=== design 1 ===
Fig. 1: design 1, clock routing
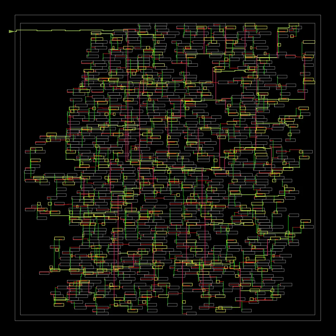

**src/rtl/multich_maxpool2x2.sv**
```systemverilog
// 2x2 stride-2 max-pooling stage for CH packed channels.
// Optional build macro: MAXPOOL_RELU_EN clamps negative results to zero (SIGNED=1 only).
module multich_maxpool2x2 #(
  parameter int DW     = 19,
  parameter int CH     = 3,
  parameter int COLS   = 24,
  parameter int ROWS   = 24,
  parameter int SIGNED = 1
) (
  input  logic               clk,
  input  logic               reset_n,
  input  logic               i_clear,
  input  logic               i_in_valid,
  input  logic [CH*DW-1:0]   i_in_fmap,
  output logic               o_ot_valid,
  output logic [CH*DW-1:0]   o_ot_fmap,
  output logic               o_ot_last
);

  localparam int CW = (COLS > 2) ? $clog2(COLS) : 1;
  localparam int RW = (ROWS > 2) ? $clog2(ROWS) : 1;
  localparam int BD = (COLS / 2 > 0) ? COLS / 2 : 1;
  localparam int BW = (CW > 1) ? CW - 1 : 1;
  localparam int PW = CH * DW;

  if ((COLS % 2) != 0 || (ROWS % 2) != 0 || COLS < 2 || ROWS < 2 || CH < 1) begin : g_bad_params
    $fatal(1, "multich_maxpool2x2: COLS and ROWS must be even and >= 2, CH must be >= 1");
  end

  logic [CW-1:0] r_col;
  logic [RW-1:0] r_row;
  logic [PW-1:0] r_pair;
  logic [PW-1:0] r_rowbuf [BD];

  logic          w_accept;
  logic          w_colOdd;
  logic          w_rowOdd;
  logic          w_colEnd;
  logic          w_rowEnd;
  logic [BW-1:0] w_idx;
  logic [PW-1:0] w_rdPair;
  logic [PW-1:0] w_hmax;
  logic [PW-1:0] w_result;

  function automatic logic [DW-1:0] fMax(input logic [DW-1:0] a, input logic [DW-1:0] b);
    logic aWins;
    if (SIGNED != 0) aWins = ($signed(a) > $signed(b));
    else             aWins = (a > b);
    return aWins ? a : b;
  endfunction

  assign w_accept = i_in_valid & ~i_clear;
  assign w_colOdd = r_col[0];
  assign w_rowOdd = r_row[0];
  assign w_colEnd = (r_col == CW'(COLS - 1));
  assign w_rowEnd = (r_row == RW'(ROWS - 1));

  // Rowbuf slot is the pooled column, i.e. the column counter without its LSB.
  if (CW > 1) begin : g_idx_wide
    assign w_idx = r_col[CW-1:1];
  end else begin : g_idx_narrow
    assign w_idx = '0;
  end

  assign w_rdPair = r_rowbuf[w_idx];

  for (genvar k = 0; k < CH; k++) begin : g_ch
    logic [DW-1:0] w_h;
    logic [DW-1:0] w_v;
    assign w_h = fMax(r_pair[k*DW +: DW], i_in_fmap[k*DW +: DW]);
    assign w_v = fMax(w_rdPair[k*DW +: DW], w_h);
    assign w_hmax[k*DW +: DW] = w_h;
`ifdef MAXPOOL_RELU_EN
    assign w_result[k*DW +: DW] = ((SIGNED != 0) && w_v[DW-1]) ? '0 : w_v;
`else
    assign w_result[k*DW +: DW] = w_v;
`endif
  end

  // Raster counters, pair register and registered output.
  always_ff @(posedge clk or negedge reset_n) begin
    if (!reset_n) begin
      r_col      <= '0;
      r_row      <= '0;
      r_pair     <= '0;
      o_ot_valid <= 1'b0;
      o_ot_fmap  <= '0;
      o_ot_last  <= 1'b0;
    end else if (i_clear) begin
      r_col      <= '0;
      r_row      <= '0;
      r_pair     <= '0;
      o_ot_valid <= 1'b0;
      o_ot_last  <= 1'b0;
    end else begin
      o_ot_valid <= 1'b0;
      o_ot_last  <= 1'b0;
      if (i_in_valid) begin
        if (w_colEnd) begin
          r_col <= '0;
          r_row <= w_rowEnd ? '0 : r_row + RW'(1);
        end else begin
          r_col <= r_col + CW'(1);
        end
        if (!w_colOdd) r_pair <= i_in_fmap;
        if (w_colOdd && w_rowOdd) begin
          o_ot_valid <= 1'b1;
          o_ot_fmap  <= w_result;
          o_ot_last  <= w_rowEnd && w_colEnd;
        end
      end
    end
  end

  // Even rows park their horizontal pair-maxima for the odd row below.
  always_ff @(posedge clk) begin
    if (w_accept && w_colOdd && !w_rowOdd) r_rowbuf[w_idx] <= w_hmax;
  end

endmodule

```
**config.mk**
```make
export PLATFORM = sky130hd
export DESIGN_NAME = multich_maxpool2x2
export DESIGN_NICKNAME = d
export VERILOG_FILES = /design/src/rtl/multich_maxpool2x2.sv
export SDC_FILE = /design/constraint.sdc
export NUM_CORES = 1
export LEC_CHECK = 0
export CAP_MARGIN = 30
export CORE_MARGIN = 5
export CORE_UTILIZATION = 45
export CTS_CLUSTER_DIAMETER = 30
export DETAILED_ROUTE_END_ITERATION = 10
export GPL_ROUTABILITY_DRIVEN = 0
export SLEW_MARGIN = 15
export SYNTH_ARGS = -nofsm -noshare
export SYNTH_HDL_FRONTEND = slang
export SYNTH_SLANG_ARGS = --single-unit
```
**constraint.sdc**
```tcl
create_clock -name clk -period 6.8 [get_ports clk]
set_input_delay 1.7 -clock clk [delete_from_list [all_inputs] [get_ports clk]]
set_output_delay 1.7 -clock clk [all_outputs]
set_load 0.05 [all_outputs]
```
=== design 2 ===
==> src/rtl/rx_frame_decoder.sv <==
// Protocol-1 host-to-radio frame parser: 3 sync bytes, 5 control bytes, then
// SAMPLES_PER_FRAME groups of L/R/I/Q words. Optional stats via RX_FRAME_STATS_EN.
module rx_frame_decoder #(
  parameter int         SAMPLES_PER_FRAME = 63,
  parameter logic [7:0] SYNC_BYTE         = 8'h7F
) (
  input  logic        rx_clk,
  input  logic        rst_n,
  input  logic [7:0]  rx_data,
  input  logic        rx_valid,
  output logic [6:0]  ctrl_addr,
  output logic        mox,
  output logic [31:0] ctrl_data,
  output logic        ctrl_valid,
  output logic [15:0] audio_l,
  output logic [15:0] audio_r,
  output logic [15:0] tx_i,
  output logic [15:0] tx_q,
  output logic        sample_valid,
  output logic        locked,
  output logic [15:0] frame_count,
  output logic [15:0] sync_err_count
);

  localparam int PAYLOAD_BYTES = SAMPLES_PER_FRAME * 8;
  localparam int IDX_W         = $clog2(PAYLOAD_BYTES);
  localparam logic [IDX_W-1:0] LAST_IDX = IDX_W'(PAYLOAD_BYTES - 1);

  localparam logic [2:0] ST_HUNT0   = 3'd0;
  localparam logic [2:0] ST_HUNT1   = 3'd1;
  localparam logic [2:0] ST_HUNT2   = 3'd2;
  localparam logic [2:0] ST_HDR     = 3'd3;
  localparam logic [2:0] ST_PAYLOAD = 3'd4;

  logic [2:0]       state;
  logic [2:0]       hdr_idx;
  logic [IDX_W-1:0] byte_idx;
  logic [31:0]      hdr_shift;
  logic [55:0]      smp_shift;

  logic is_sync;
  logic in_hunt;
  logic lock_lost;
  logic frame_done;

  assign is_sync    = (rx_data == SYNC_BYTE);
  assign in_hunt    = (state == ST_HUNT0) || (state == ST_HUNT1) || (state == ST_HUNT2);
  assign lock_lost  = rx_valid && in_hunt && !is_sync && locked;
  assign frame_done = rx_valid && (state == ST_PAYLOAD) && (byte_idx == LAST_IDX);

  // Header holds C0..C3 in hdr_shift and commits all control outputs on C4;
  // samples likewise accumulate 7 bytes and commit on Q_lo.
  always_ff @(posedge rx_clk or negedge rst_n) begin
    if (!rst_n) begin
      state        <= ST_HUNT0;
      hdr_idx      <= '0;
      byte_idx     <= '0;
      hdr_shift    <= '0;
      smp_shift    <= '0;
      ctrl_addr    <= '0;
      mox          <= 1'b0;
      ctrl_data    <= '0;
      ctrl_valid   <= 1'b0;
      audio_l      <= '0;
      audio_r      <= '0;
      tx_i         <= '0;
      tx_q         <= '0;
      sample_valid <= 1'b0;
      locked       <= 1'b0;
    end else begin
      ctrl_valid   <= 1'b0;
      sample_valid <= 1'b0;

      if (rx_valid) begin
        case (state)
          ST_HUNT0: state <= is_sync ? ST_HUNT1 : ST_HUNT0;
          ST_HUNT1: state <= is_sync ? ST_HUNT2 : ST_HUNT0;
          ST_HUNT2: begin
            state   <= is_sync ? ST_HDR : ST_HUNT0;
            hdr_idx <= '0;
          end
          ST_HDR: begin
            hdr_shift <= {hdr_shift[23:0], rx_data};
            if (hdr_idx == 3'd4) begin
              ctrl_addr  <= hdr_shift[31:25];
              mox        <= hdr_shift[24];
              ctrl_data  <= {hdr_shift[23:0], rx_data};
              ctrl_valid <= 1'b1;
              byte_idx   <= '0;
              state      <= ST_PAYLOAD;
            end else begin
              hdr_idx <= hdr_idx + 3'd1;
            end
          end
          ST_PAYLOAD: begin
            if (byte_idx[2:0] == 3'd7) begin
              {audio_l, audio_r, tx_i, tx_q} <= {smp_shift, rx_data};
              sample_valid <= 1'b1;
            end else begin
              smp_shift <= {smp_shift[47:0], rx_data};
            end
            if (byte_idx == LAST_IDX) begin
              byte_idx <= '0;
              state    <= ST_HUNT0;
            end else begin
              byte_idx <= byte_idx + 1'b1;
            end
          end
          default: state <= ST_HUNT0;
        endcase
      end

      if (lock_lost) begin
        locked <= 1'b0;
      end else if (frame_done) begin
        locked <= 1'b1;
      end
    end
  end

`ifdef RX_FRAME_STATS_EN
  logic [15:0] frame_cnt_q;
  logic [15:0] err_cnt_q;

  // Frame count wraps; lock-loss count saturates so it never reads as healthy.
  always_ff @(posedge rx_clk or negedge rst_n) begin
    if (!rst_n) begin
      frame_cnt_q <= '0;
      err_cnt_q   <= '0;
    end else begin
      if (frame_done) begin
        frame_cnt_q <= frame_cnt_q + 16'd1;
      end
      if (lock_lost && (err_cnt_q != 16'hFFFF)) begin
        err_cnt_q <= err_cnt_q + 16'd1;
      end
    end
  end

  assign frame_count    = frame_cnt_q;
  assign sync_err_count = err_cnt_q;
`else
  assign frame_count    = 16'h0000;
  assign sync_err_count = 16'h0000;
`endif

endmodule

==> config.mk <==
export PLATFORM = sky130hd
export DESIGN_NAME = rx_frame_decoder
export DESIGN_NICKNAME = d
export VERILOG_FILES = /design/src/rtl/rx_frame_decoder.sv
export SDC_FILE = /design/constraint.sdc
export NUM_CORES = 1
export LEC_CHECK = 0
export ABC_AREA = 1
export CELL_PAD_IN_SITES_DETAIL_PLACEMENT = 1
export CELL_PAD_IN_SITES_GLOBAL_PLACEMENT = 1
export CORE_MARGIN = 5
export CORE_UTILIZATION = 40
export DETAILED_ROUTE_END_ITERATION = 8
export PLACE_DENSITY_LB_ADDON = 0.1
export SYNTH_ARGS = -nofsm -noshare
export SYNTH_HDL_FRONTEND = slang
export SYNTH_SLANG_ARGS = --single-unit
==> constraint.sdc <==
create_clock -name rx_clk -period 1.9 [get_ports rx_clk]
set_input_delay 0.475 -clock rx_clk [delete_from_list [all_inputs] [get_ports rx_clk]]
set_output_delay 0.475 -clock rx_clk [all_outputs]
set_load 0.05 [all_outputs]
Fig. 2: design 1, wires at chosen ports, followed through buffers
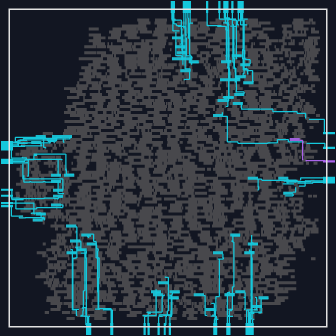
cyan -> o_ot_fmap  # bits 57, direction output, edge 21 bottom, 17 top, 13 left, 6 right, end cells 57, buffers 57, wire 3,800 um
purple -> o_ot_last  # bits 1, direction output, edge right, end cells 1, buffers 1, wire 39.3 um

Notes on Fig. 1 above:
flop count: 810
clk latency late pin: 0.73 ns
# clock sinks: 810
skew final: 0.0280 ns
clk pwr: 8.35 mW

==> reports/qor.txt, design 1 <==
Setup TNS = 0 ns
Cell Rows = 101
top cells by count = 684 x edfxtp_1, 171 x mux4_2, 130 x nand2_1
post-CTS sizing = 0
met2 WL post-DR = 41,400 um
area leader, netlist = edfxtp_1
Worst Setup SP = i_in_fmap[6]
result of the run = finished clean
Seq/total area = 54.7%
clock-cell share of area = 13.7%
initial antenna violation count = 0
most common logic cells in the final layout = 684 x edfxtp_1, 171 x mux4_2, 171 x clkbuf_16, 130 x nand2_1, 124 x inv_1
vias = 19,800
Arrival @ worst endpoint = 6.47 ns
Comb group = 966 uW
vertical die size = 288 um
postcts setup bufs = 0
## design 1: critical path, cell delays in order
cell and delay (ns):
clkdlybuf4s50_1 0.54, inv_1 0.08, ha_1 0.34, a21oi_1 0.18, o21ai_0 0.10, a2111oi_1 0.67, o2bb2ai_2 0.37, buf_4 0.32
mux2i_1 0.30, ha_1 0.30, nor2b_1 0.13, o21ai_0 0.13, a21oi_1 0.08, o21ai_0 0.40, a221oi_4 0.12, buf_4 0.23
or3_1 0.33, nand3_1 0.11
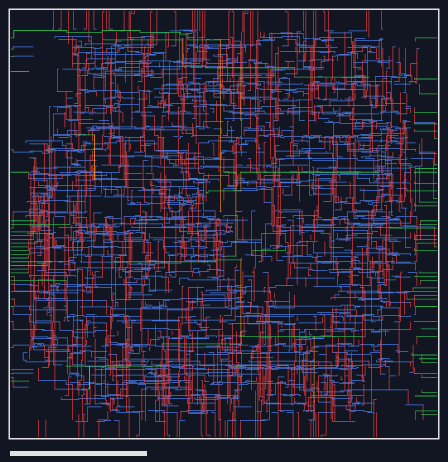
Fig. 3. Wiring by layer (design 2).
The bar under the picture is 50 um long.
orange -> met4  # wire length 205 um
green -> met3  # wire length 1,000 um
blue -> met1  # wire length 9,350 um
red -> met2  # wire length 9,580 um

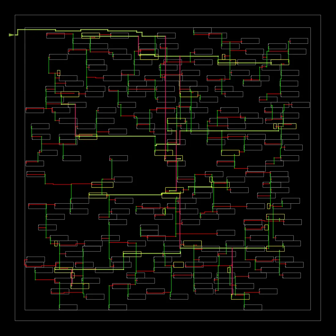
Fig. 4. Clock routing (design 2).
clkbuf count: 32
flop count: 210
clk latency late pin: 0.49 ns

==> reports/qor.txt, design 2 <==
result of the run = finished clean
area leader, netlist = dfrtp_1
most instantiated logic cell after routing = nand2_1
initial antenna violation count = 0
Comb area share = 23.7%
Syn-to-layout area delta = 22.7%
number of max-cap violations = 0
Cell Rows = 53
Syn Inst Count = 900
die width = 156 um
slowest stage delay, CP = 0.41 ns
Worst Setup SP = byte_idx[0]
Crit. path cell count = 6
Flop area = 0.00526 mm2
most common cell in the synthesized netlist = nand2_1
multi-input gates = 541
r2r endpoint = smp_shift[52]
Compound Share, Synth = 12.2%
largest reg by FF count = smp_shift
vertical die size = 156 um
Pre-Place Util = 40.6%
Post-Place Setup Slack = -0.116 ns
==> design 2: how the worst min path moves through the flow <==
| stage | startpoint | endpoint | slack (ns) | cells past startpoint |
|---|---|---|---|---|
| 2_1_floorplan | rst_n | audio_l[0] | 0.18 | 0 |
| 3_5_place_dp | rst_n | ctrl_valid | 0.41 | 1 |
| 5_1_grt | smp_shift[53] | audio_l[13] | 0.50 | 2 |
| 6_report | hdr_shift[30] | ctrl_addr[5] | 0.47 | 2 |
| 4_1_cts | smp_shift[49] | audio_l[9] | 0.48 | 2 |
| 3_3_place_gp | rst_n | ctrl_addr[2] | 0.42 | 1 |

==> notes/layouts.md <==
Pictures saved along the way, in no particular order.

Sizing map.
(a)
The bar under the picture is 50 um long.
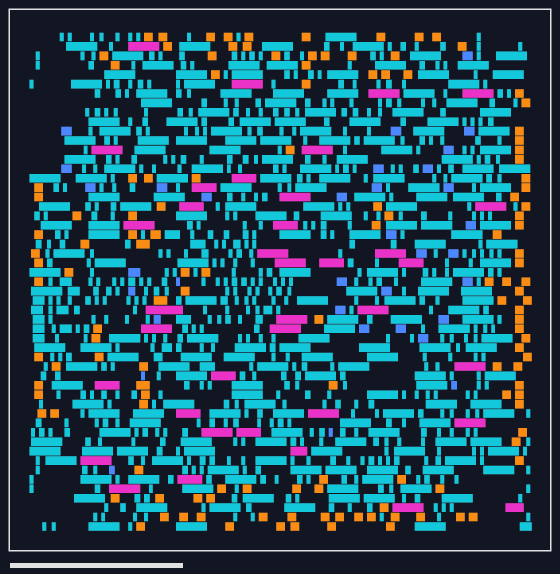
(b)
The bar under the picture is 100 um long.
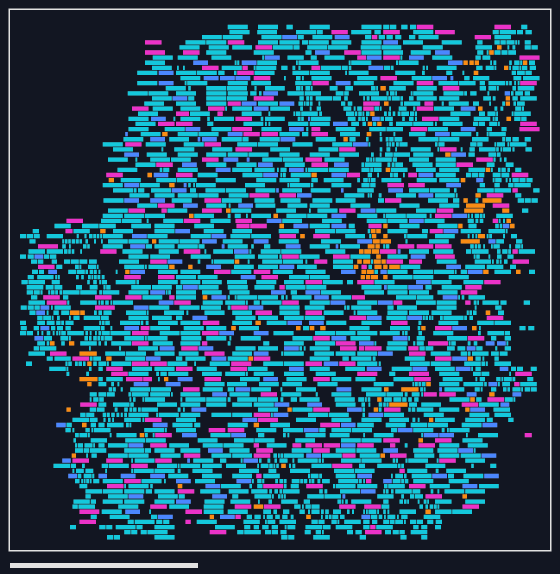
(b) -> design 1
(a) -> design 2

Key to (b):
magenta -> drive 6 and up  # cells 240
orange -> drive 3 to 4  # cells 125
blue -> drive 2  # cells 212
cyan -> drive 1 or less  # cells 1,877


=== design 3 ===
--- config.mk ---
export PLATFORM = sky130hd
export DESIGN_NAME = req_latch_arb
export DESIGN_NICKNAME = d
export VERILOG_FILES = /design/src/rtl/req_arb_pkg.sv /design/src/rtl/prio_pick.sv /design/src/rtl/req_latch_arb.sv
export SDC_FILE = /design/constraint.sdc
export NUM_CORES = 1
export LEC_CHECK = 0
export ABC_AREA = 1
export ABC_CLOCK_PERIOD_IN_PS = 1900
export CAP_MARGIN = 20
export CORE_ASPECT_RATIO = 1.4
export CORE_MARGIN = 2
export CORE_UTILIZATION = 49
export DETAILED_ROUTE_END_ITERATION = 10
export GPL_TIMING_DRIVEN = 0
export PLACE_DENSITY = 0.8
export SYNTH_ARGS = -nofsm -noshare
export SYNTH_HDL_FRONTEND = slang
export SYNTH_SLANG_ARGS = --single-unit
--- constraint.sdc ---
create_clock -name clk -period 1.9 [get_ports clk]
set_clock_uncertainty 0.15 [all_clocks]
set_input_delay 0.38 -clock clk [delete_from_list [all_inputs] [get_ports clk]]
set_output_delay 0.38 -clock clk [all_outputs]
set_load 0.01 [all_outputs]
--- src/rtl/req_arb_pkg.sv ---
// req_arb_pkg: shared constants, FSM state type and one-hot index helper for req_latch_arb
package req_arb_pkg;
  localparam int N_REQ = 8;
  localparam logic [N_REQ-1:0] REQ_Q_RST = 8'hFF;
  typedef enum logic [1:0] {IDLE, GRANT, GAP} arb_state_t;
  function automatic logic [2:0] oh2idx(input logic [N_REQ-1:0] oh);
    oh2idx = '0;
    for (int i = 0; i < N_REQ; i++) oh2idx = oh[i] ? 3'(i) : oh2idx;
  endfunction
endpackage

--- src/rtl/prio_pick.sv ---
// prio_pick: one-hot select of the first set bit in vec searching downward from start with wrap
module prio_pick
  import req_arb_pkg::*;
(
  input  logic [N_REQ-1:0] vec,
  input  logic [2:0]       start,
  output logic [N_REQ-1:0] sel
);
  always_comb begin
    sel = '0;
    for (int i = N_REQ - 1; i >= 0; i--)
      sel = vec[start - 3'(i)] ? N_REQ'(1) << (start - 3'(i)) : sel;
  end
endmodule

--- src/rtl/req_latch_arb.sv ---
// req_latch_arb: latches request rising edges and grants one pending source at a time until ack (ROUND_ROBIN_EN selects rotating priority)
module req_latch_arb
  import req_arb_pkg::*;
#(
  parameter int CNT_W = 8
) (
  input  logic             clk,
  input  logic             rst,
  input  logic [N_REQ-1:0] req,
  input  logic             ack,
  output logic [N_REQ-1:0] grant,
  output logic             en,
  output logic [N_REQ-1:0] pending,
  output logic [CNT_W-1:0] drop_cnt
);
  arb_state_t state, state_n;
  logic [N_REQ-1:0] req_q, rise, clr, pick, grant_n;
  logic [2:0] start;
  logic drop;
  assign rise = req & ~req_q;
  assign en = state == GRANT;
  assign clr = (en && ack) ? grant : '0;
  assign drop = |(rise & pending & ~clr);
`ifdef ROUND_ROBIN_EN
  logic [2:0] ptr;
  assign start = ptr;
  always_ff @(posedge clk)
    if (rst) ptr <= 3'd7;
    else if (en && ack) ptr <= oh2idx(grant) - 3'd1;
`else
  assign start = 3'd7;
`endif
  prio_pick u_pick (.vec(pending), .start(start), .sel(pick));
  always_comb begin
    state_n = state;
    grant_n = grant;
    case (state)
      IDLE, GAP: begin
        state_n = |pending ? GRANT : IDLE;
        grant_n = |pending ? pick : '0;
      end
      GRANT: begin
        state_n = ack ? GAP : GRANT;
        grant_n = ack ? '0 : grant;
      end
      default: begin
        state_n = IDLE;
        grant_n = '0;
      end
    endcase
  end
  always_ff @(posedge clk)
    if (rst) begin
      state <= IDLE;
      grant <= '0;
      pending <= '0;
      drop_cnt <= '0;
      req_q <= REQ_Q_RST;
    end else begin
      state <= state_n;
      grant <= grant_n;
      pending <= (pending & ~clr) | rise;
      drop_cnt <= (drop && !(&drop_cnt)) ? drop_cnt + CNT_W'(1) : drop_cnt;
      req_q <= req;
    end
endmodule

=== design 4 ===
<file path="config.mk">
export PLATFORM = sky130hd
export DESIGN_NAME = tff_toggle_decoder
export DESIGN_NICKNAME = d
export VERILOG_FILES = /design/src/rtl/tff_toggle_decoder_pkg.sv /design/src/rtl/tff_toggle_decoder_sync.sv /design/src/rtl/tff_toggle_decoder.sv
export SDC_FILE = /design/constraint.sdc
export NUM_CORES = 1
export LEC_CHECK = 0
export ABC_AREA = 1
export CAP_MARGIN = 20
export CORE_MARGIN = 2
export CORE_UTILIZATION = 55
export DETAILED_ROUTE_END_ITERATION = 16
export PLACE_DENSITY_LB_ADDON = 0.12
export SYNTH_ARGS = -nofsm -noshare
export SYNTH_HDL_FRONTEND = slang
export SYNTH_SLANG_ARGS = --single-unit
</file>
<file path="constraint.sdc">
create_clock -name clk -period 4.3 [get_ports clk]
set_input_delay 0.86 -clock clk [delete_from_list [all_inputs] [get_ports clk]]
set_output_delay 0.86 -clock clk [all_outputs]
set_load 0.05 [all_outputs]
</file>
<file path="src/rtl/tff_toggle_decoder_pkg.sv">
// Shared definitions for the toggle-line event decoder: default sizes and FSM states.
package tff_toggle_decoder_pkg;

  localparam int unsigned SYNC_STAGES_DEF = 2;
  localparam int unsigned CNT_W_DEF       = 16;
  localparam int unsigned EVT_W_DEF       = 8;

  typedef enum logic {
    ST_IDLE    = 1'b0,
    ST_MEASURE = 1'b1
  } state_t;

endpackage

</file>
<file path="src/rtl/tff_toggle_decoder_sync.sv">
// Synchroniser chain plus previous-level flop; flags every level change of tog_in.
module toggle_sync_edge #(
  parameter int unsigned SYNC_STAGES = 2
) (
  input  logic clk,
  input  logic rst,
  input  logic tog_in,
  output logic evt
);

  logic [SYNC_STAGES-1:0] sync;
  logic                   prev;

  // Runs regardless of enable so that re-enabling never sees a stale level.
  always_ff @(posedge clk) begin
    if (rst) begin
      sync <= '0;
      prev <= 1'b0;
    end else begin
      sync <= {sync[SYNC_STAGES-2:0], tog_in};
      prev <= sync[SYNC_STAGES-1];
    end
  end

  assign evt = sync[SYNC_STAGES-1] ^ prev;

endmodule

</file>
<file path="src/rtl/tff_toggle_decoder.sv">
// Toggle-line decoder: event pulse, event count and event-to-event period measurement.
module tff_toggle_decoder
  import tff_toggle_decoder_pkg::*;
#(
  parameter int unsigned SYNC_STAGES = SYNC_STAGES_DEF,
  parameter int unsigned CNT_W       = CNT_W_DEF,
  parameter int unsigned EVT_W       = EVT_W_DEF
) (
  input  logic             clk,
  input  logic             rst,
  input  logic             tog_in,
  input  logic             en,
  output logic             pulse_out,
  output logic [EVT_W-1:0] evt_cnt,
  output logic [CNT_W-1:0] per_data,
  output logic             per_ovf,
  output logic             per_valid,
  input  logic             per_ready,
  output logic             lost
);

  localparam logic [CNT_W-1:0] CNT_MAX = '1;

  logic             evt;
  state_t           state, state_nxt;
  logic [CNT_W-1:0] per_cnt, per_cnt_nxt;
  logic             sat, sat_nxt;
  logic             push_c;

  toggle_sync_edge #(
    .SYNC_STAGES (SYNC_STAGES)
  ) u_sync (
    .clk    (clk),
    .rst    (rst),
    .tog_in (tog_in),
    .evt    (evt)
  );

  always_ff @(posedge clk) begin
    if (rst) begin
      state   <= ST_IDLE;
      per_cnt <= '0;
      sat     <= 1'b0;
    end else begin
      state   <= state_nxt;
      per_cnt <= per_cnt_nxt;
      sat     <= sat_nxt;
    end
  end

  // Period measurement: first event only arms, each later event closes a period.
  always_comb begin
    state_nxt   = state;
    per_cnt_nxt = per_cnt;
    sat_nxt     = sat;
    push_c      = 1'b0;
    if (!en) begin
      state_nxt   = ST_IDLE;
      per_cnt_nxt = '0;
      sat_nxt     = 1'b0;
    end else begin
      case (state)
        ST_IDLE: begin
          if (evt) begin
            state_nxt   = ST_MEASURE;
            per_cnt_nxt = CNT_W'(1);
            sat_nxt     = 1'b0;
          end
        end
        ST_MEASURE: begin
          if (evt) begin
            push_c      = 1'b1;
            per_cnt_nxt = CNT_W'(1);
            sat_nxt     = 1'b0;
          end else if (per_cnt == CNT_MAX) begin
            sat_nxt = 1'b1;
          end else begin
            per_cnt_nxt = per_cnt + CNT_W'(1);
          end
        end
        default: state_nxt = ST_IDLE;
      endcase
    end
  end

  always_ff @(posedge clk) begin
    if (rst) begin
      pulse_out <= 1'b0;
      evt_cnt   <= '0;
    end else begin
      pulse_out <= evt & en;
      if (evt && en) begin
        evt_cnt <= evt_cnt + EVT_W'(1);
      end
    end
  end

  // One-entry output register; a full, stalled register drops the new period.
  always_ff @(posedge clk) begin
    if (rst) begin
      per_data  <= '0;
      per_ovf   <= 1'b0;
      per_valid <= 1'b0;
      lost      <= 1'b0;
    end else if (push_c) begin
      if (!per_valid || per_ready) begin
        per_data  <= per_cnt;
        per_ovf   <= sat;
        per_valid <= 1'b1;
      end else begin
        lost <= 1'b1;
      end
    end else if (per_valid && per_ready) begin
      per_valid <= 1'b0;
    end
  end

endmodule

</file>
=== design 5 ===
--- config.mk ---
export PLATFORM = sky130hd
export DESIGN_NAME = ttc_settle_timer
export DESIGN_NICKNAME = d
export VERILOG_FILES = /design/src/rtl/ttc_pkg.sv /design/src/rtl/ttc_settle_timer.sv
export SDC_FILE = /design/constraint.sdc
export NUM_CORES = 1
export LEC_CHECK = 0
export CORE_AREA = 3 3 40 42
export CTS_CLUSTER_DIAMETER = 30
export CTS_CLUSTER_SIZE = 24
export DETAILED_ROUTE_END_ITERATION = 10
export DIE_AREA = 0 0 43 45
export PLACE_DENSITY = 0.62
export SKIP_CTS_REPAIR_TIMING = 1
export SLEW_MARGIN = 5
export SYNTH_ARGS = -nofsm -noshare
export SYNTH_HDL_FRONTEND = slang
export SYNTH_SLANG_ARGS = --single-unit
--- constraint.sdc ---
create_clock -name clk -period 3.6 [get_ports clk]
set_input_delay 0.72 -clock clk [delete_from_list [all_inputs] [get_ports clk]]
set_output_delay 0.72 -clock clk [all_outputs]
set_load 0.01 [all_outputs]
--- src/rtl/ttc_pkg.sv ---
// Shared types and sizes for the truth-table checker.
package ttc_pkg;
  localparam int NUM_VEC = 4;
  localparam int IDX_W   = 2;
  localparam int ERR_W   = 3;
  localparam int CNT_W   = 8;

  typedef enum logic [2:0] {
    IDLE,
    APPLY,
    SETTLE,
    SAMPLE,
    DONE
  } ttc_state_e;
endpackage

--- src/rtl/ttc_settle_timer.sv ---
// Down-counter that times the settle window; holds at zero instead of wrapping.
module ttc_settle_timer
  import ttc_pkg::*;
(
  input  logic             clk,
  input  logic             rst,
  input  logic             load_i,
  input  logic             dec_i,
  input  logic [CNT_W-1:0] value_i,
  output logic             zero_o
);
  logic [CNT_W-1:0] cnt_q, cnt_d;

  always_comb begin
    cnt_d = cnt_q;
    if (load_i)
      cnt_d = value_i;
    else if (dec_i && (cnt_q != '0))
      cnt_d = cnt_q - CNT_W'(1);
  end

  always_ff @(posedge clk) begin
    if (rst) cnt_q <= '0;
    else     cnt_q <= cnt_d;
  end

  assign zero_o = (cnt_q == '0);
endmodule

=== design 6 ===
==> config.mk <==
export PLATFORM = sky130hd
export DESIGN_NAME = ras_ctrl
export DESIGN_NICKNAME = d
export VERILOG_FILES = /design/src/rtl/ras_pkg.sv /design/src/rtl/ras_restore_seq.sv /design/src/rtl/ras_ctrl.sv
export SDC_FILE = /design/constraint.sdc
export NUM_CORES = 1
export LEC_CHECK = 0
export ABC_AREA = 1
export CORE_AREA = 2 2 92 94
export CTS_BUF_LIST = sky130_fd_sc_hd__clkbuf_8
export DETAILED_ROUTE_END_ITERATION = 7
export DIE_AREA = 0 0 94 96
export MAX_ROUTING_LAYER = met4
export PLACE_DENSITY = 0.7
export SYNTH_ARGS = -nofsm -noshare
export SYNTH_HDL_FRONTEND = slang
export SYNTH_SLANG_ARGS = --single-unit
==> constraint.sdc <==
create_clock -name Clk -period 1.4 [get_ports Clk]
set_input_delay 0.14 -clock Clk [delete_from_list [all_inputs] [get_ports Clk]]
set_output_delay 0.14 -clock Clk [all_outputs]
set_load 0.005 [all_outputs]
==> src/rtl/ras_pkg.sv <==
// Return-address-stack controller shared types and default sizes.
// Holds the controller FSM state type used by ras_ctrl and ras_restore_seq.
package ras_pkg;

    localparam int STACKDEEP_DEF  = 16;
    localparam int STACKPTRW_DEF  = 4;
    localparam int STACKWIDE_DEF  = 32;
    localparam int RECURCOUNT_DEF = 7;
    localparam int OVFCNT_W       = 8;

    typedef enum logic [1:0] {
        IDLE,
        RESTORE,
        DONE
    } ras_state_t;

endpackage

==> src/rtl/ras_restore_seq.sv <==
// Checkpoint restore sequencer: walks snapshot lines 0..ptr-1 into the
// stack, then writes the restored pointer and pulses done for one cycle.
module ras_restore_seq
    import ras_pkg::*;
#(
    parameter int DEEP = STACKDEEP_DEF,
    parameter int PW   = STACKPTRW_DEF,
    parameter int LW   = STACKWIDE_DEF + RECURCOUNT_DEF
) (
    input  logic          clk,
    input  logic          rst_n,
    input  logic          redirect,
    input  logic [PW-1:0] snap_ptr,
    input  logic [LW-1:0] snap_line,
    output logic [PW-1:0] snap_idx,
    output logic          rst_we,
    output logic [PW-1:0] rst_idx,
    output logic [LW-1:0] rst_line,
    output logic          rst_ptr_we,
    output logic [PW-1:0] rst_ptr,
    output logic          done,
    output logic          idle
);

    localparam logic [PW-1:0] MAX_PTR = PW'(DEEP - 1);

    ras_state_t    state, nxt_state;
    logic [PW-1:0] idx, nxt_idx;
    logic [PW-1:0] cap, nxt_cap;
    logic [PW-1:0] cap_m1;
    logic [PW-1:0] snap_clamped;

    assign cap_m1       = cap - 1'b1;
    assign snap_clamped = (snap_ptr > MAX_PTR) ? MAX_PTR : snap_ptr;
    assign snap_idx     = idx;
    assign rst_idx      = idx;
    assign rst_line     = snap_line;
    assign rst_ptr      = cap;
    assign idle         = (state == IDLE);

    // State, restore index and captured pointer registers
    always_ff @(posedge clk or negedge rst_n) begin
        if (!rst_n) begin
            state <= IDLE;
            idx   <= '0;
            cap   <= '0;
        end else begin
            state <= nxt_state;
            idx   <= nxt_idx;
            cap   <= nxt_cap;
        end
    end

    // Next-state and strobes; a redirect always wins and restarts the walk
    always_comb begin
        nxt_state  = state;
        nxt_idx    = idx;
        nxt_cap    = cap;
        rst_we     = 1'b0;
        rst_ptr_we = 1'b0;
        done       = 1'b0;
        if (redirect) begin
            nxt_cap   = snap_clamped;
            nxt_idx   = '0;
            nxt_state = (snap_clamped == '0) ? DONE : RESTORE;
        end else begin
            unique case (state)
                IDLE: begin
                end
                RESTORE: begin
                    rst_we  = 1'b1;
                    nxt_idx = idx + 1'b1;
                    if (idx == cap_m1) begin
                        nxt_state = DONE;
                    end
                end
                DONE: begin
                    rst_ptr_we = 1'b1;
                    done       = 1'b1;
                    nxt_state  = IDLE;
                end
                default: begin
                    nxt_state = IDLE;
                end
            endcase
        end
    end

endmodule

==> src/rtl/ras_ctrl.sv <==
// Return-address-stack controller: push/pop grant, pop result, restore.
// Optional RAS_CTRL_OVFCNT_EN adds an 8-bit saturating overflow counter.
module ras_ctrl
    import ras_pkg::*;
#(
    parameter int STACKDEEP  = STACKDEEP_DEF,
    parameter int STACKPTRW  = STACKPTRW_DEF,
    parameter int STACKWIDE  = STACKWIDE_DEF,
    parameter int RECURCOUNT = RECURCOUNT_DEF,
    localparam int LW        = STACKWIDE + RECURCOUNT
) (
    input  logic                 Clk,
    input  logic                 Rest,
    input  logic                 PUSHREQ,
    input  logic [STACKWIDE-1:0] PUSHADDR,
    output logic                 PUSHRDY,
    input  logic                 POPREQ,
    output logic                 POPRDY,
    output logic                 POPVALID,
    output logic [STACKWIDE-1:0] POPADDR,
    output logic                 POPMISS,
    input  logic                 REDIRCT,
    input  logic [STACKPTRW-1:0] SNAPPTR,
    output logic [STACKPTRW-1:0] SNAPIDX,
    input  logic [LW-1:0]        SNAPLINE,
    output logic                 STK_WABLE,
    output logic                 STK_RABLE,
    output logic [STACKWIDE-1:0] STK_DIN,
    input  logic [STACKWIDE-1:0] STK_DOUT,
    input  logic                 STK_FULL,
    input  logic                 STK_EMPTY,
    output logic                 STK_RSTWE,
    output logic [STACKPTRW-1:0] STK_RSTIDX,
    output logic [LW-1:0]        STK_RSTLINE,
    output logic                 STK_RSTPTRWE,
    output logic [STACKPTRW-1:0] STK_RSTPTR,
    output logic                 RESTOREDONE
`ifdef RAS_CTRL_OVFCNT_EN
   ,output logic [OVFCNT_W-1:0]  OVFCNT
`endif
);

    logic idle;
    logic rdy;
    logic push_grant;
    logic pop_grant;
    logic pop_vld_q;
    logic pop_miss_q;

    ras_restore_seq #(
        .DEEP (STACKDEEP),
        .PW   (STACKPTRW),
        .LW   (LW)
    ) u_seq (
        .clk        (Clk),
        .rst_n      (Rest),
        .redirect   (REDIRCT),
        .snap_ptr   (SNAPPTR),
        .snap_line  (SNAPLINE),
        .snap_idx   (SNAPIDX),
        .rst_we     (STK_RSTWE),
        .rst_idx    (STK_RSTIDX),
        .rst_line   (STK_RSTLINE),
        .rst_ptr_we (STK_RSTPTRWE),
        .rst_ptr    (STK_RSTPTR),
        .done       (RESTOREDONE),
        .idle       (idle)
    );

    // Pop has priority over push; nothing is granted during a redirect
    assign rdy        = idle & ~REDIRCT & Rest;
    assign POPRDY     = rdy;
    assign PUSHRDY    = rdy & ~POPREQ;
    assign pop_grant  = POPREQ & POPRDY;
    assign push_grant = PUSHREQ & PUSHRDY;

    assign STK_WABLE  = push_grant & ~STK_FULL;
    assign STK_DIN    = PUSHADDR;
    assign STK_RABLE  = pop_grant & ~STK_EMPTY;

    assign POPVALID   = pop_vld_q & ~REDIRCT;
    assign POPMISS    = pop_vld_q & pop_miss_q & ~REDIRCT;
    assign POPADDR    = (POPVALID & ~POPMISS) ? STK_DOUT : '0;

    // Pop result arrives the cycle after the grant
    always_ff @(posedge Clk or negedge Rest) begin
        if (!Rest) begin
            pop_vld_q  <= 1'b0;
            pop_miss_q <= 1'b0;
        end else begin
            pop_vld_q  <= pop_grant;
            pop_miss_q <= pop_grant & STK_EMPTY;
        end
    end

`ifdef RAS_CTRL_OVFCNT_EN
    logic [OVFCNT_W-1:0] ovf_q;

    assign OVFCNT = ovf_q;

    // Saturating count of pushes dropped because the stack was full
    always_ff @(posedge Clk or negedge Rest) begin
        if (!Rest) begin
            ovf_q <= '0;
        end else if (push_grant && STK_FULL && ovf_q != '1) begin
            ovf_q <= ovf_q + 1'b1;
        end
    end
`endif

endmodule

Fig. 5: design 5, routed clock nets over the placement
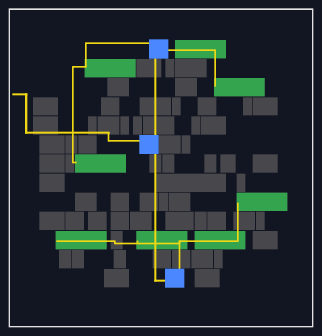
green -> flip-flops  # count 8
blue -> cells driving clock nets  # count 3
yellow -> clock wires  # length 139 um
routed clock nets = 4

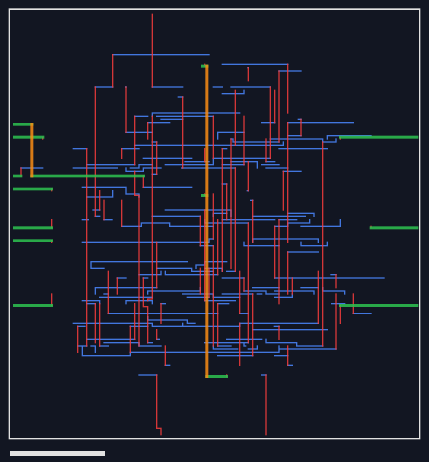
Fig. 6. Wiring by layer (design 5).
The bar under the picture is 10 um long.
red -> met2  # wire length 419 um
green -> met3  # wire length 56.4 um
blue -> met1  # wire length 520 um
orange -> met4  # wire length 38.1 um

==> reports/qor.txt, design 5 <==
Cell area leaders = dfxtp_1 31%, o41ai_4 5.3%, xnor2_1 5.1%
Comb group = 70.5 uW
sequential power = 106 uW
endpoint type of the worst setup path = output port
flops & latches, synth = 8
Final Hold Viols = 0
Top non-seq family = simple AND/OR/NAND/NOR gates
sw power = 72.7 uW
result of the run = finished clean
most common cell in the synthesized netlist = dfxtp_1
comb. cell area = 329 um2
Port-buffer cells = 12
slowest stage delay, CP = 0.59 ns
most instantiated logic cell after routing = clkdlybuf4s50_1
yosys synthesis chip area = 515 um2
most common logic cells in the final layout = 12 x clkdlybuf4s50_1, 8 x dfxtp_1, 6 x nor2_1, 5 x a21oi_1, 4 x inv_1
total die size = 0.00194 mm2
[design 5: per-layer routing]
layer / wire length [um] / vias to the layer above / GRT usage, %
met5: 0 / - / 0
met4: 38 / 0 / 10.8
met3: 56 / 5 / 3.59
met2: 419 / 13 / 17.7
met1: 520 / 184 / 14.6
li1: - / 248 / -
[design 5: worst paths after layout]
path	end	depth (start not counted)	start	slack [ns]
worst max-delay path	zero_o	3	cnt_q[2]	0.91
worst min-delay path	cnt_q[5]	2	cnt_q[5]	0.51
worst max register to register	cnt_q[3]	4	cnt_q[2]	1.75
worst min register to register	cnt_q[5]	2	cnt_q[5]	0.51
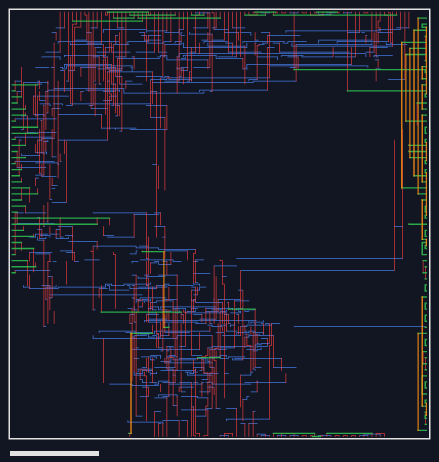
Fig. 7. Wiring by layer (design 6).
The bar under the picture is 20 um long.
blue -> met1  # wire length 1,930 um
red -> met2  # wire length 2,120 um
orange -> met4  # wire length 294 um
green -> met3  # wire length 440 um

==> reports/qor.txt, design 6 <==
CTS tree = built
sw power = 370 uW
initial antenna violation count = 0
number of max-cap violations = 0
vias in the first global route = 1,475
Crit. path cell count = 8
final worst setup slack = -0.126 ns
DP Area = 0.00214 mm2
clkbuf count = 4
Longest Clk Path Bufs = 2
Mux area share = 0%
Post-Syn Area = 0.00151 mm2
combinational power share = 38.8%
Startpoint Class = register
yosys synthesis chip area = 0.00151 mm2
Non-clock buffers = 128
CP bufs+invs = 5
most common logic cells in the final layout = 52 x clkdlybuf4s50_1, 44 x inv_1, 35 x buf_2, 29 x nand2_1, 25 x nor2_4
routability-driven placement congestion ratio = 0.775
Post-Syn Nets = 360
Final Hold Viols = 0
result of the run = finished, violations left
endpoints failing setup = 14
failing checks = negative setup slack
CTS Root Cell = clkbuf_8
==> design 6: layer usage <==
layer | vias to the layer above | GRT usage, % | share of wire, %
met1 | 653 | 13.1 | 40
met3 | 36 | 3.45 | 9.2
met2 | 87 | 14.5 | 44
met4 | 0 | 6.52 | 6.2
met5 | - | - | 0
li1 | 734 | - | -
==> design 6: synthesized netlist by cell type (all sizes together) <==
library cell,instances,area share (%)
buf,79,39
inv,52,13
nor2,46,12
nand2,32,8.1
dfrtp,12,20
o21ai,9,3.2
nand3,5,1.7
a21oi,2,0.66
ha,2,1.7
nor3,2,0.66
clkbuf,1,0.25
nand4,1,0.41
or3,1,0.41
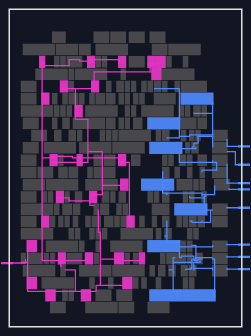
Fig. 8. Wires at chosen ports, followed through buffers (design 3).
blue -> drop_cnt  # bits 8, direction output, edge right, end cells 8, buffers 8, wire 209 um
magenta -> rst  # bits 1, direction input, edge left, end cells 27, buffers 3, wire 269 um

==> reports/qor.txt, design 3 <==
FFs w/ async S/R, synth = 0%
die width = 51.1 um
Post-Layout Inst Area = 0.00197 mm2
Non-clock buffers = 39
Setup TNS = 0 ns
critical path class = register to output port
clock slew at reported path FFs = 0.07 ns
inverters = 27
met2 WL post-DR = 1700 um
DRC Markers = 0
Syn Inst Count = 215
worst-margin pin slew = 0.578 ns
Compound Share, Synth = 8.22%
H-tree levels = 2
met1 usage = 23.8%
layout cells sized above 1 = 10.6%
initial antenna violation count = 0
Max IR drop VDD = 0.871 mV
n_diodes = 0
Num CTS Buffers = 5
result of the run = finished clean
EDFF count, synth = 0
Mux area share = 0%
Routed Antenna Nets = 0
-- design 3: how the worst min path moves through the flow --
stage	startpoint	endpoint	slack [ns]	cells past startpoint
after floorplan	req_q[0]	pending[0]	0.33	3
after global placement	grant[6]	grant[6]	0.32	2
after detailed placement	grant[7]	grant[7]	0.33	2
after CTS	ack	state[1]	0.23	3
after global routing	ack	state[1]	0.25	3
final	ack	state[1]	0.23	3
-- design 3: state kept, by name, indices dropped and copies added (netlist names) --
signal / cells
drop_cnt: 8
grant: 8
pending: 8
req_q: 8
state: 2
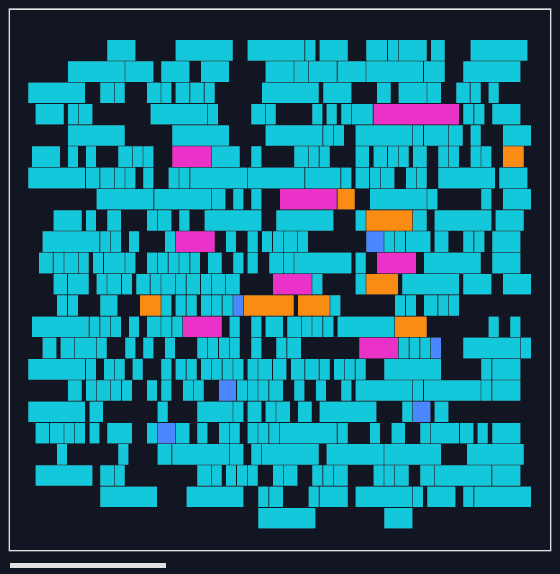
Fig. 9. Sizing map (design 4).
The bar under the picture is 20 um long.
magenta -> drive 6 and up  # cells 8
cyan -> drive 1 or less  # cells 353
orange -> drive 3 to 4  # cells 8
blue -> drive 2  # cells 6

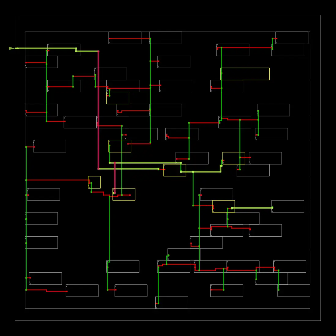
Fig. 10. Clock routing (design 4).
# clock sinks: 49
flop count: 49
clkbuf count: 6
Num CTS Buffers: 5

==> reports/qor.txt, design 4 <==
Routed Antenna Nets = 0
clock slew at reported path FFs = 0.09 ns
GR Util met3 = 3.51%
area share, top type = 42.1%
PwrDens = 300 mW/mm2
skew final = 0.00454 ns
hpwl dp = 3640 um
gr ovfl total = 0
multi-input gates = 249
result of the run = finished clean
clock power share = 40.6%
WHS Endpoint = u_sync.sync[1]
wire length on met1 = 2350 um
Slew Limit Fails = 0
Syn Area/Cell = 6.81 um2
Non-clock buffers = 33
post-CTS sizing = 0
yosys synthesis chip area = 0.00233 mm2
fillers = 365
# nets final = 381
initial antenna violation count = 0
-- design 4: per-stage QoR --
step / hold WS, ns / total power [mW] / area, um2 / instances / setup slack (ns)
finish: 0.424 / 0.837 / 2790 / 425 / 1.87
global route: 0.441 / 0.866 / 2790 / 425 / 1.83
CTS: 0.432 / 0.846 / 2790 / 425 / 1.86
detailed placement: 0.418 / 0.509 / 2670 / 417 / 1.70
global placement: 0.398 / 0.508 / 2670 / 417 / 1.76
floorplan: 0.388 / 0.498 / 2330 / 342 / 2.48

==> layout pictures side by side <==
Where the registers sit.
The bar under the picture is 20 um long. Other sequential cells in the stronger gray, the rest of the logic in the fainter gray.
shot_01.png
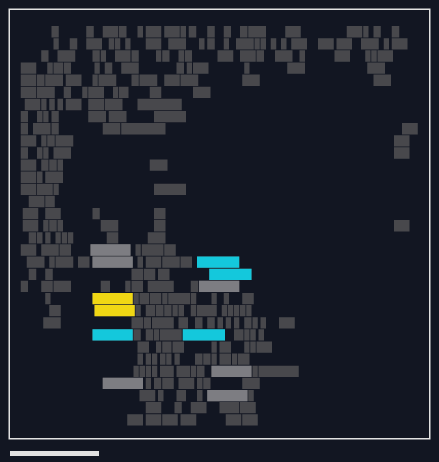
shot_02.png
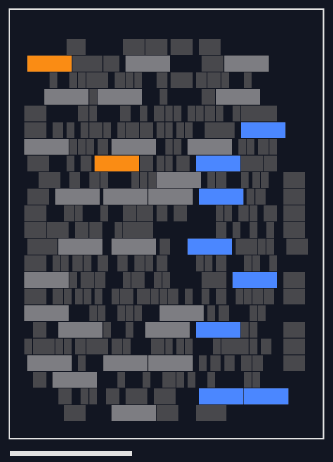
shot_03.png
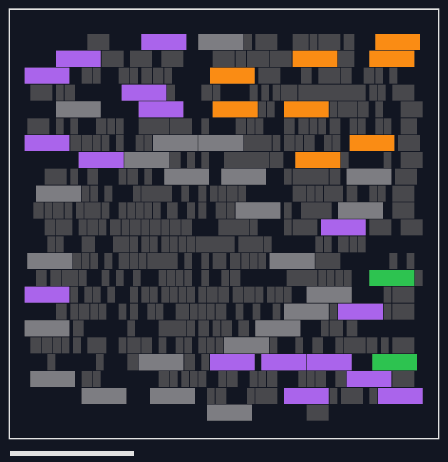
Design 3 is shot_02.png.
Design 6 is shot_01.png.
Design 4 is shot_03.png.
- smallest die: shot_02.png

Key to shot_02.png:
blue -> drop_cnt  # placed flops 8
orange -> state  # placed flops 2
not colored = 24



==> notes/layouts.md <==
Pictures saved along the way, in no particular order.

Clock routing.
image #1
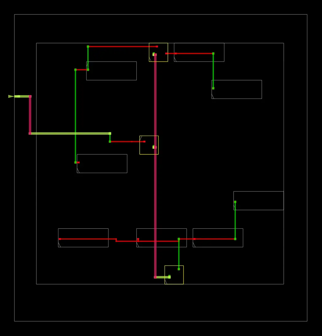
image #2
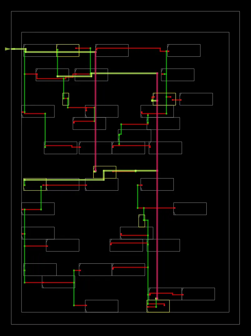
image #3
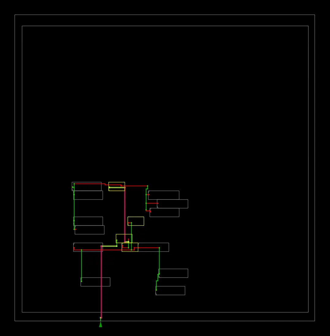
Of these, most clock buffers: image #2
Of these, most sequential cells: image #2
design 6: image #3
design 5: image #1
design 3: image #2

Power and IR drop assume default switching activity.
